# fcc_neighbor_scan

==> fcc_neighbor_scan/logic_types.png <==
Drawn at 3 px/µm.
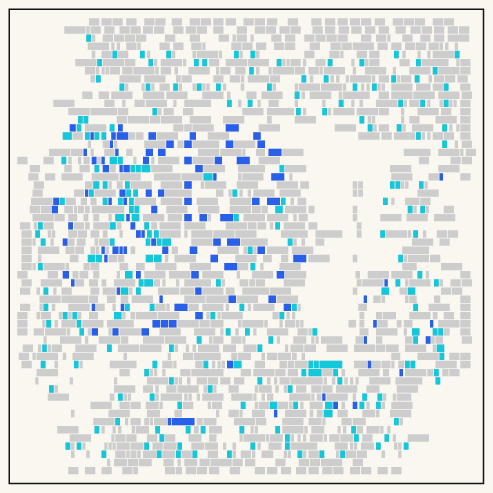

===== src/rtl/fcc_pkg.sv =====
`default_nettype none
// =============================================================================
// Module  : fcc_pkg
// Brief   : Shared sizes and scanner state encoding for the FCC neighbour scan.
// Revision: 1.0
// =============================================================================
package fcc_pkg;

    localparam int W       = 16;
    localparam int IDX_W   = 12;
    localparam int DU_LAT  = 3;
    localparam int DIST2_W = 40;

    typedef enum logic [2:0] {
        S_IDLE  = 3'd0,
        S_LOADQ = 3'd1,
        S_QCAP  = 3'd2,
        S_SCAN  = 3'd3,
        S_DRAIN = 3'd4,
        S_DONE  = 3'd5
    } state_t;

endpackage
`default_nettype wire


===== src/rtl/fcc_scan_align.sv =====
`default_nettype none
// =============================================================================
// Module  : fcc_scan_align
// Brief   : DEPTH-deep valid+index delay line matching the distance unit latency.
// Revision: 1.0
// =============================================================================
module fcc_scan_align #(
    parameter int DEPTH = 3,
    parameter int IW    = 12
) (
    input  logic          clk,
    input  logic          rst,
    input  logic          i_clr,
    input  logic          i_valid,
    input  logic [IW-1:0] i_idx,
    output logic          o_valid,
    output logic [IW-1:0] o_idx,
    output logic          o_any
);

    logic [DEPTH-1:0] r_valid;
    logic [IW-1:0]    r_idx [DEPTH];

    always_ff @(posedge clk) begin
        if (rst || i_clr) begin
            r_valid <= '0;
            for (int i = 0; i < DEPTH; i++) r_idx[i] <= '0;
        end else begin
            r_valid[0] <= i_valid;
            r_idx[0]   <= i_idx;
            for (int i = 1; i < DEPTH; i++) begin
                r_valid[i] <= r_valid[i-1];
                r_idx[i]   <= r_idx[i-1];
            end
        end
    end

    assign o_valid = r_valid[DEPTH-1];
    assign o_idx   = r_idx[DEPTH-1];
    assign o_any   = |r_valid;

endmodule
`default_nettype wire


===== src/rtl/fcc_neighbor_scan.sv =====
`default_nettype none
// =============================================================================
// Module  : fcc_neighbor_scan
// Brief   : Epsilon-neighbourhood query: streams all points through the distance
//           unit against one query point and emits matching indices.
// Revision: 1.0
// =============================================================================
module fcc_neighbor_scan
    import fcc_pkg::*;
(
    input  logic                      clk,
    input  logic                      rst,
    input  logic                      start,
    input  logic [IDX_W-1:0]          query_idx,
    input  logic [IDX_W:0]            num_pts,
    input  logic [DIST2_W-1:0]        eps2,
    output logic                      busy,
    output logic                      done,
    output logic                      nb_valid,
    output logic [IDX_W-1:0]          nb_idx,
    output logic [IDX_W:0]            nb_count,
    output logic                      mem_rd_en,
    output logic [IDX_W-1:0]          mem_rd_addr,
    input  logic signed [W-1:0]       mem_x,
    input  logic signed [W-1:0]       mem_y,
    input  logic signed [W-1:0]       mem_z,
    output logic                      du_in_valid,
    output logic signed [W-1:0]       du_ax,
    output logic signed [W-1:0]       du_ay,
    output logic signed [W-1:0]       du_az,
    output logic signed [W-1:0]       du_bx,
    output logic signed [W-1:0]       du_by,
    output logic signed [W-1:0]       du_bz,
    input  logic [DIST2_W-1:0]        du_dist2
);

    state_t                r_state;
    logic [IDX_W-1:0]      r_qidx;
    logic [IDX_W:0]        r_num;
    logic [DIST2_W-1:0]    r_eps2;
    logic [IDX_W-1:0]      r_addr;
    logic                  r_rd_en;
    logic                  r_du_valid;
    logic [IDX_W-1:0]      r_du_idx;
    logic signed [W-1:0]   r_ax, r_ay, r_az;
    logic                  r_nb_valid;
    logic [IDX_W-1:0]      r_nb_idx;
    logic [IDX_W:0]        r_nb_count;
    logic                  r_busy;
    logic                  r_done;

    logic                  w_accept;
    logic                  w_last;
    logic                  w_al_valid;
    logic [IDX_W-1:0]      w_al_idx;
    logic                  w_al_any;
    logic                  w_match;

    assign w_accept = (r_state == S_IDLE) && start;
    assign w_last   = (({1'b0, r_addr} + 1'b1) == r_num);
    // The query point itself is never reported as its own neighbour.
    assign w_match  = w_al_valid && (du_dist2 <= r_eps2) && (w_al_idx != r_qidx);

    fcc_scan_align #(
        .DEPTH (DU_LAT),
        .IW    (IDX_W)
    ) u_align (
        .clk     (clk),
        .rst     (rst),
        .i_clr   (w_accept),
        .i_valid (r_du_valid),
        .i_idx   (r_du_idx),
        .o_valid (w_al_valid),
        .o_idx   (w_al_idx),
        .o_any   (w_al_any)
    );

    always_ff @(posedge clk) begin
        if (rst) begin
            r_state    <= S_IDLE;
            r_qidx     <= '0;
            r_num      <= '0;
            r_eps2     <= '0;
            r_addr     <= '0;
            r_rd_en    <= 1'b0;
            r_du_valid <= 1'b0;
            r_du_idx   <= '0;
            r_ax       <= '0;
            r_ay       <= '0;
            r_az       <= '0;
            r_nb_valid <= 1'b0;
            r_nb_idx   <= '0;
            r_nb_count <= '0;
            r_busy     <= 1'b0;
            r_done     <= 1'b0;
        end else begin
            r_rd_en    <= 1'b0;
            r_done     <= 1'b0;
            r_du_valid <= r_rd_en && (r_state == S_SCAN);
            r_du_idx   <= r_addr;
            r_nb_valid <= w_match;
            if (w_match) begin
                r_nb_idx   <= w_al_idx;
                r_nb_count <= r_nb_count + 1'b1;
            end

            case (r_state)
                S_IDLE: begin
                    if (start) begin
                        r_qidx     <= query_idx;
                        r_num      <= num_pts;
                        r_eps2     <= eps2;
                        r_nb_count <= '0;
                        r_busy     <= 1'b1;
                        r_rd_en    <= 1'b1;
                        r_addr     <= query_idx;
                        r_state    <= S_LOADQ;
                    end
                end
                S_LOADQ: r_state <= S_QCAP;
                S_QCAP: begin
                    r_ax <= mem_x;
                    r_ay <= mem_y;
                    r_az <= mem_z;
                    if (r_num == '0) begin
                        r_done  <= 1'b1;
                        r_state <= S_DONE;
                    end else begin
                        r_addr  <= '0;
                        r_rd_en <= 1'b1;
                        r_state <= S_SCAN;
                    end
                end
                S_SCAN: begin
                    if (w_last) begin
                        r_state <= S_DRAIN;
                    end else begin
                        r_addr  <= r_addr + 1'b1;
                        r_rd_en <= 1'b1;
                    end
                end
                S_DRAIN: begin
                    if (!r_du_valid && !w_al_any) begin
                        r_done  <= 1'b1;
                        r_state <= S_DONE;
                    end
                end
                S_DONE: begin
                    r_busy  <= 1'b0;
                    r_state <= S_IDLE;
                end
                default: r_state <= S_IDLE;
            endcase
        end
    end

    assign busy        = r_busy;
    assign done        = r_done;
    assign nb_valid    = r_nb_valid;
    assign nb_idx      = r_nb_idx;
    assign nb_count    = r_nb_count;
    assign mem_rd_en   = r_rd_en;
    assign mem_rd_addr = r_addr;
    assign du_in_valid = r_du_valid;
    assign du_ax       = r_ax;
    assign du_ay       = r_ay;
    assign du_az       = r_az;
    assign du_bx       = mem_x;
    assign du_by       = mem_y;
    assign du_bz       = mem_z;

endmodule
`default_nettype wire


===== config.mk =====
export PLATFORM = sky130hd
export DESIGN_NAME = fcc_neighbor_scan
export DESIGN_NICKNAME = d
export VERILOG_FILES = /design/src/rtl/fcc_pkg.sv /design/src/rtl/fcc_scan_align.sv /design/src/rtl/fcc_neighbor_scan.sv
export SDC_FILE = /design/constraint.sdc
export NUM_CORES = 1
export LEC_CHECK = 0
export ABC_AREA = 0
export CAP_MARGIN = 30
export CORE_MARGIN = 2
export CORE_UTILIZATION = 40
export DETAILED_ROUTE_END_ITERATION = 16
export PLACE_DENSITY = 0.7
export SYNTH_ARGS = -nofsm -noshare
export SYNTH_HDL_FRONTEND = slang
export SYNTH_HIERARCHICAL = 1
export SYNTH_SLANG_ARGS = --single-unit

===== constraint.sdc =====
create_clock -name clk -period 4.6 [get_ports clk]
set_input_delay 1.15 -clock clk [delete_from_list [all_inputs] [get_ports clk]]
set_output_delay 1.15 -clock clk [all_outputs]
set_load 0.05 [all_outputs]

# decoder_line_encoder

[src/rtl/decoder_line_encoder.sv]
// Re-encodes a 4-bit active-low decoder line vector into {A,B}, EN and an illegal-pattern flag,
// holding the result in a one-entry valid/ready stage with a saturating illegal-pattern counter.
//
// state | meaning
// EMPTY | no result held, out_valid=0, stage always ready
// FULL  | result held in A/B/EN/err, out_valid=1, ready only when downstream takes it
module decoder_line_encoder #(
    parameter int CNT_W = 8
) (
    input  logic             clk,
    input  logic             rst,
    input  logic [3:0]       y_n,
    input  logic             in_valid,
    output logic             in_ready,
    output logic             A,
    output logic             B,
    output logic             EN,
    output logic             err,
    output logic             out_valid,
    input  logic             out_ready,
    input  logic             clr_err,
    output logic [CNT_W-1:0] err_count,
    output logic             err_sticky
);

    typedef enum logic {EMPTY = 1'b0, FULL = 1'b1} state_t;

    localparam logic [CNT_W-1:0] CNT_MAX = '1;

    state_t           state_q, state_d;
    logic [3:0]       lines;
    logic [3:0]       lines_less_one;
    logic             enc_any, enc_multi;
    logic [1:0]       enc_sel;
    logic             enc_en, enc_err;
    logic             accept;
    logic [CNT_W-1:0] cnt_base, cnt_d;
    logic             sticky_d;

    assign lines          = ~y_n;
    assign lines_less_one = lines - 4'd1;
    assign enc_any        = |lines;
    // x & (x-1) is non-zero exactly when more than one bit is set
    assign enc_multi      = |(lines & lines_less_one);
    assign enc_en         = enc_any & ~enc_multi;
    assign enc_err        = enc_multi;

    always_comb begin
        enc_sel = 2'd0;
        if (lines[0])      enc_sel = 2'd0;
        else if (lines[1]) enc_sel = 2'd1;
        else if (lines[2]) enc_sel = 2'd2;
        else if (lines[3]) enc_sel = 2'd3;
    end

    assign out_valid = (state_q == FULL);
    assign in_ready  = ~out_valid | out_ready;
    assign accept    = in_valid & in_ready;

    always_comb begin
        state_d = state_q;
        case (state_q)
            EMPTY:   if (accept) state_d = FULL;
            FULL:    if (out_ready && !accept) state_d = EMPTY;
            default: state_d = EMPTY;
        endcase
    end

    // clear is applied before the increment so a same-cycle illegal accept counts as 1
    always_comb begin
        cnt_base = clr_err ? '0 : err_count;
        cnt_d    = cnt_base;
        if (accept && enc_err && (cnt_base != CNT_MAX))
            cnt_d = cnt_base + CNT_W'(1);
        sticky_d = (err_sticky & ~clr_err) | (accept & enc_err);
    end

    always_ff @(posedge clk) begin
        if (rst) begin
            state_q    <= EMPTY;
            A          <= 1'b0;
            B          <= 1'b0;
            EN         <= 1'b0;
            err        <= 1'b0;
            err_count  <= '0;
            err_sticky <= 1'b0;
        end else begin
            state_q    <= state_d;
            err_count  <= cnt_d;
            err_sticky <= sticky_d;
            if (accept) begin
                A   <= enc_sel[1];
                B   <= enc_sel[0];
                EN  <= enc_en;
                err <= enc_err;
            end
        end
    end

endmodule

[config.mk]
export PLATFORM = sky130hd
export DESIGN_NAME = decoder_line_encoder
export DESIGN_NICKNAME = d
export VERILOG_FILES = /design/src/rtl/decoder_line_encoder.sv
export SDC_FILE = /design/constraint.sdc
export NUM_CORES = 1
export LEC_CHECK = 0
export CORE_MARGIN = 2
export CORE_UTILIZATION = 44
export DETAILED_ROUTE_END_ITERATION = 10
export PLACE_DENSITY = 0.87
export SLEW_MARGIN = 0
export SYNTH_ARGS = -nofsm -noshare
export SYNTH_HDL_FRONTEND = slang
export SYNTH_SLANG_ARGS = --single-unit
export TNS_END_PERCENT = 5
[constraint.sdc]
create_clock -name clk -period 2.6 [get_ports clk]
set_input_delay 0.78 -clock clk [delete_from_list [all_inputs] [get_ports clk]]
set_output_delay 0.78 -clock clk [all_outputs]
set_load 0.02 [all_outputs]
==> fcc_neighbor_scan/io_fan.png <==
Drawn at 2 px/µm.
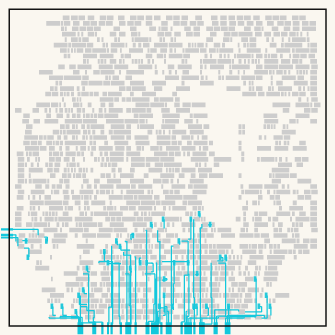
eps2 -> cyan  # bits 40, direction input, edge 37 bottom, 3 left, end cells 40, buffers 40, wire 1280 µm

About fcc_neighbor_scan/logic_types.png:
nor cells -> blue  # cells 104
aoi and oai cells -> cyan  # cells 216, where spread over the die
Commonest Layout Cell: clkdlybuf4s50_1
Comb/total area: 33.36%
filler-free cell count of the finished design: 1685

==> results.json, fcc_neighbor_scan <==
{
  "post-cts-setup-buffers": 0,
  "outcome": "complete, no violations",
  "async_reset_ff_share_pct": 0,
  "skew_ns": 0.01394,
  "area_growth_pct": 37.58,
  "grt_busiest_layer": "met2",
  "yosysChipArea_um2": 9439,
  "setup_viol": 0,
  "worst-r2r-cell-count": 9,
  "p_per_area_nw_per_um2": 377.3,
  "wl_met2_um": 12500,
  "rr_startpoint": "mem_rd_addr[0]",
  "ctsLongestPathBuffers": 3,
  "hold_depth": 1,
  "cts-htree-levels": 1,
  "synth_flops": 209,
  "holdWs_ns": 0.4492,
  "grt_pass1_vias": 8005,
  "ant_nets": 0,
  "initial_utilization_pct": 40.45,
  "hold_viol": 0,
  "synth_seq_share_pct": 44.33,
  "gr-usage-all-layers_pct": 20.21,
  "synthTopCellsByArea": "dfxtp_1 (44%), nand2_1 (11%), a21oi_1 (8.8%), ha_1 (5.6%), buf_4 (4.8%)",
  "core_region_area_um2": 23330,
  "avgSynthCellArea_um2": 8.244,
  "vias_per_cell": 4.925,
  "crit_fanout": 8,
  "postLayoutCellArea_um2": 12990,
  "largest_register_ffs": 40,
  "use_met2_pct": 34.10,
  "finalClockPeriodUsage_pct": 81.83,
  "fp_nets": 1343,
  "p_leak_nw": 4.693,
  "topRoutingLayerUsed": "met4"
}
[fcc_neighbor_scan: worst max-delay path, stage by stage]
cell             delay [ns]
clkdlybuf4s50_1        0.41
ha_1                   0.32
nand4_1                0.19
nor4_4                 0.47
nand3_2                0.12
or3_4                  0.41
a31oi_4                0.27
nand2_2                0.17
or4_1                  0.54
a21oi_1                0.14
[fcc_neighbor_scan: cell type report]
| type | instances | area [µm²] |
|---|---|---|
| inverters | 51 | 192.7 |
| repair buffers | 305 | 3062 |
| fillers | 2151 | 10350 |
| well taps | 319 | 399.1 |
| multi-input cells | 758 | 4332 |
| flip-flops and latches | 209 | 4184 |
| diodes | 1 | 2.502 |
| clock buffers | 32 | 679.4 |
| clock inverters | 10 | 135.1 |
[fcc_neighbor_scan: cell families (layout without fill, tap and decap cells)]
group,Yosys count,count (layout)
flip-flops,209,209
adder cells (fa/ha/maj),42,42
AND-OR/OR-AND,224,224
AND/OR/NAND/NOR,453,453
multiplexers,4,4
XOR/XNOR,35,35
buffers and inverters,178,398
other,0,1
[fcc_neighbor_scan: power by group]
part	total, mW	internal (mW)	switching [mW]
registers	1.99	1.91	0.0819
logic	0.974	0.397	0.576
clock network	1.94	1.20	0.736
total	4.90	3.51	1.39
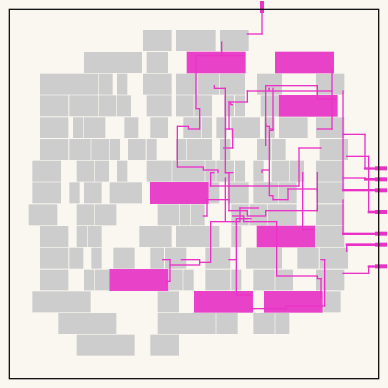
(decoder_line_encoder/io_fan.png)
Drawn at 8 px/µm.
err_count -> magenta  # bits 8, direction output, edge 7 right, 1 top, end cells 8, buffers 8, wire 319 µm
count of buffers from port buffering: 23
IO Count: 24

==> results.json, decoder_line_encoder <==
{
  "top_logic_kind": "simple AND/OR/NAND/NOR gates",
  "ff_latch_area_um2": 280.3,
  "ys_sh_simple_pct": 35.81,
  "crit_path_start_kind": "primary input",
  "yosysWarnings": 0,
  "synth.yosys.num_cells": 94,
  "grt_pass1_wl_um": 3153,
  "outcome": "complete, no violations",
  "finalMaxSlewViolations": 0,
  "final_util_pct": 64.67,
  "synth_seq_share_pct": 36.13,
  "postLayoutCellArea_um2": 1092,
  "cts-root-buf": "clkbuf_4",
  "period_needed_ns": 2.474,
  "clock_latency_ns": 0.28,
  "lay_top_cells": "clkdlybuf4s50_1 (22), dfxtp_1 (14), nand2_1 (13)",
  "pwr-share-seq_pct": 48.2,
  "cts_tree": "built",
  "drc": 0,
  "use_met3_pct": 3.571,
  "avgSynthCellArea_um2": 8.253,
  "clock_sinks": 14,
  "met1_length_um": 825,
  "dp.cells": 138,
  "routed_wl_um": 1841,
  "rsz0062_at_grt": "no",
  "synth.top_cell.area_share_pct": 36.13,
  "timing.rr.end": "err_count[0]",
  "p_comb_mw": 0.0873,
  "initial_utilization_pct": 45.93,
  "adder_share_pct": 3.065,
  "worst_pin_slew_ns": 0.4274,
  "max_freq_mhz": 404.3,
  "intPower_mw": 0.3484,
  "rr_startpoint": "err_count[1]",
  "hpwlAfterDp_um": 1439,
  "wire_per_inst_um": 12.96,
  "yosys_most_used_dff": "dfxtp_1",
  "rows": 15,
  "p_sw_mw": 0.1199,
  "worst-r2r-setup-slack_ns": 0.85,
  "slew_headroom_pct": 71.42,
  "cts_hold_buf": 0,
  "drive_above_1_share_pct": 10.40,
  "crit_arrival_ns": 1.69,
  "cts-htree-levels": 1,
  "area_growth_pct": 40.81
}
-- decoder_line_encoder: area by class of cell --
cell class                 instances  area share (%)
inverter                           4           1.375
timing repair buffer              29           25.09
sequential                        14           25.66
tap                               17           1.947
clock buffer                       4           3.322
multi-input combinational         74           42.61
-- decoder_line_encoder: cells in the mapped netlist (3+ instances only) --
master and instances:
dfxtp_1 14, nand2_1 13, a21oi_1 8, nor2_1 7
inv_1 4, mux2i_1 4, nand3_1 4, nand4_1 4
nand2b_1 3
-- decoder_line_encoder: repair_timing --
| action | in CTS | in global routing |
|---|---|---|
| setup buffers | 0 | 0 |
| resized | 1 | 0 |
| setup endpoints to repair | 1 | 0 |
| hold endpoints to repair | 0 | 0 |
-- decoder_line_encoder: flip-flops by register name (all words and copies together) (netlist names) --
signal and count:
EN 1, err_count 8, B 1, err 1, A 1, out_valid 1, err_sticky 1
-- decoder_line_encoder: worst max-delay path, cell delays in order --
cell             delay (ns)
clkdlybuf4s50_1        0.46
nand2b_1               0.12
dlygate4sd2_1          0.34

==> notes/layouts.md <==
Pictures saved along the way, in no particular order.

The clock network.
(a)
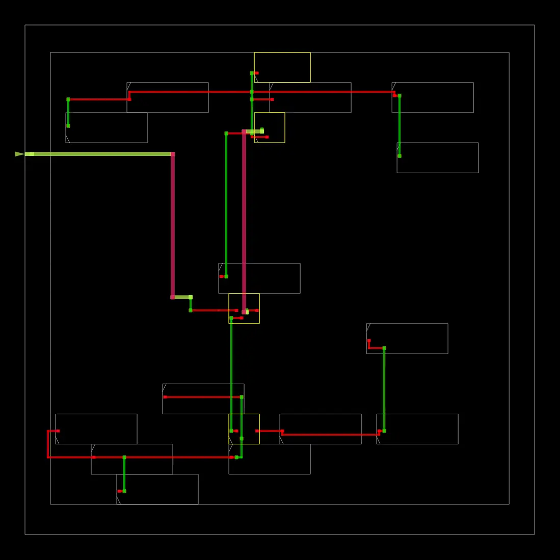
(b)
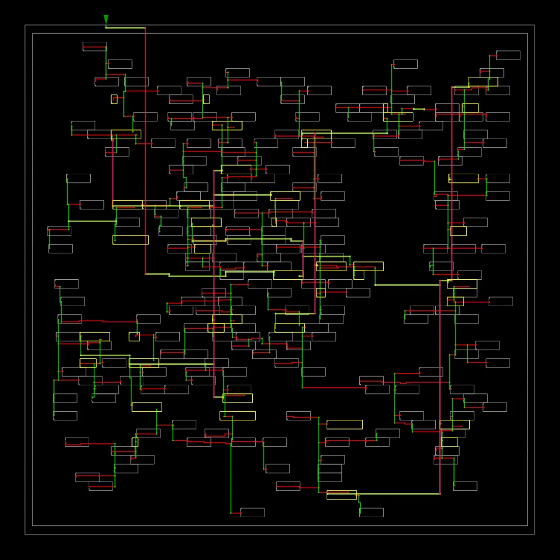
fcc_neighbor_scan: (b)
decoder_line_encoder: (a)
Of these, most clock buffers: (b)
Of these, most sequential cells: (b)



==> gallery <==
Local utilization.
picture 1
Drawn at 6 px/µm. 9 x 9 tiles, from dark purple (low) to yellow (high), 0 to 100% covered.
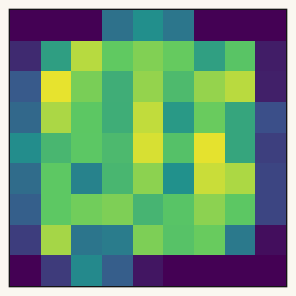
picture 2
Drawn at 2 px/µm. 16 x 16 tiles, from dark purple (low) to yellow (high), 0 to 100% covered.
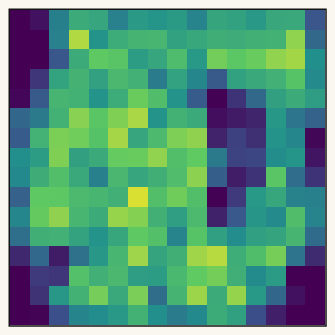
decoder_line_encoder is picture 1.
fcc_neighbor_scan is picture 2.
Of these, largest die: picture 2
Of these, highest utilization: picture 1

Key to picture 1:
densest ninth of the die = middle
tiles over 75% full = 28%
nearly empty tiles = 14%
mean over tiles = 51%
fullest tile = 97%

Power and IR drop assume default switching activity.
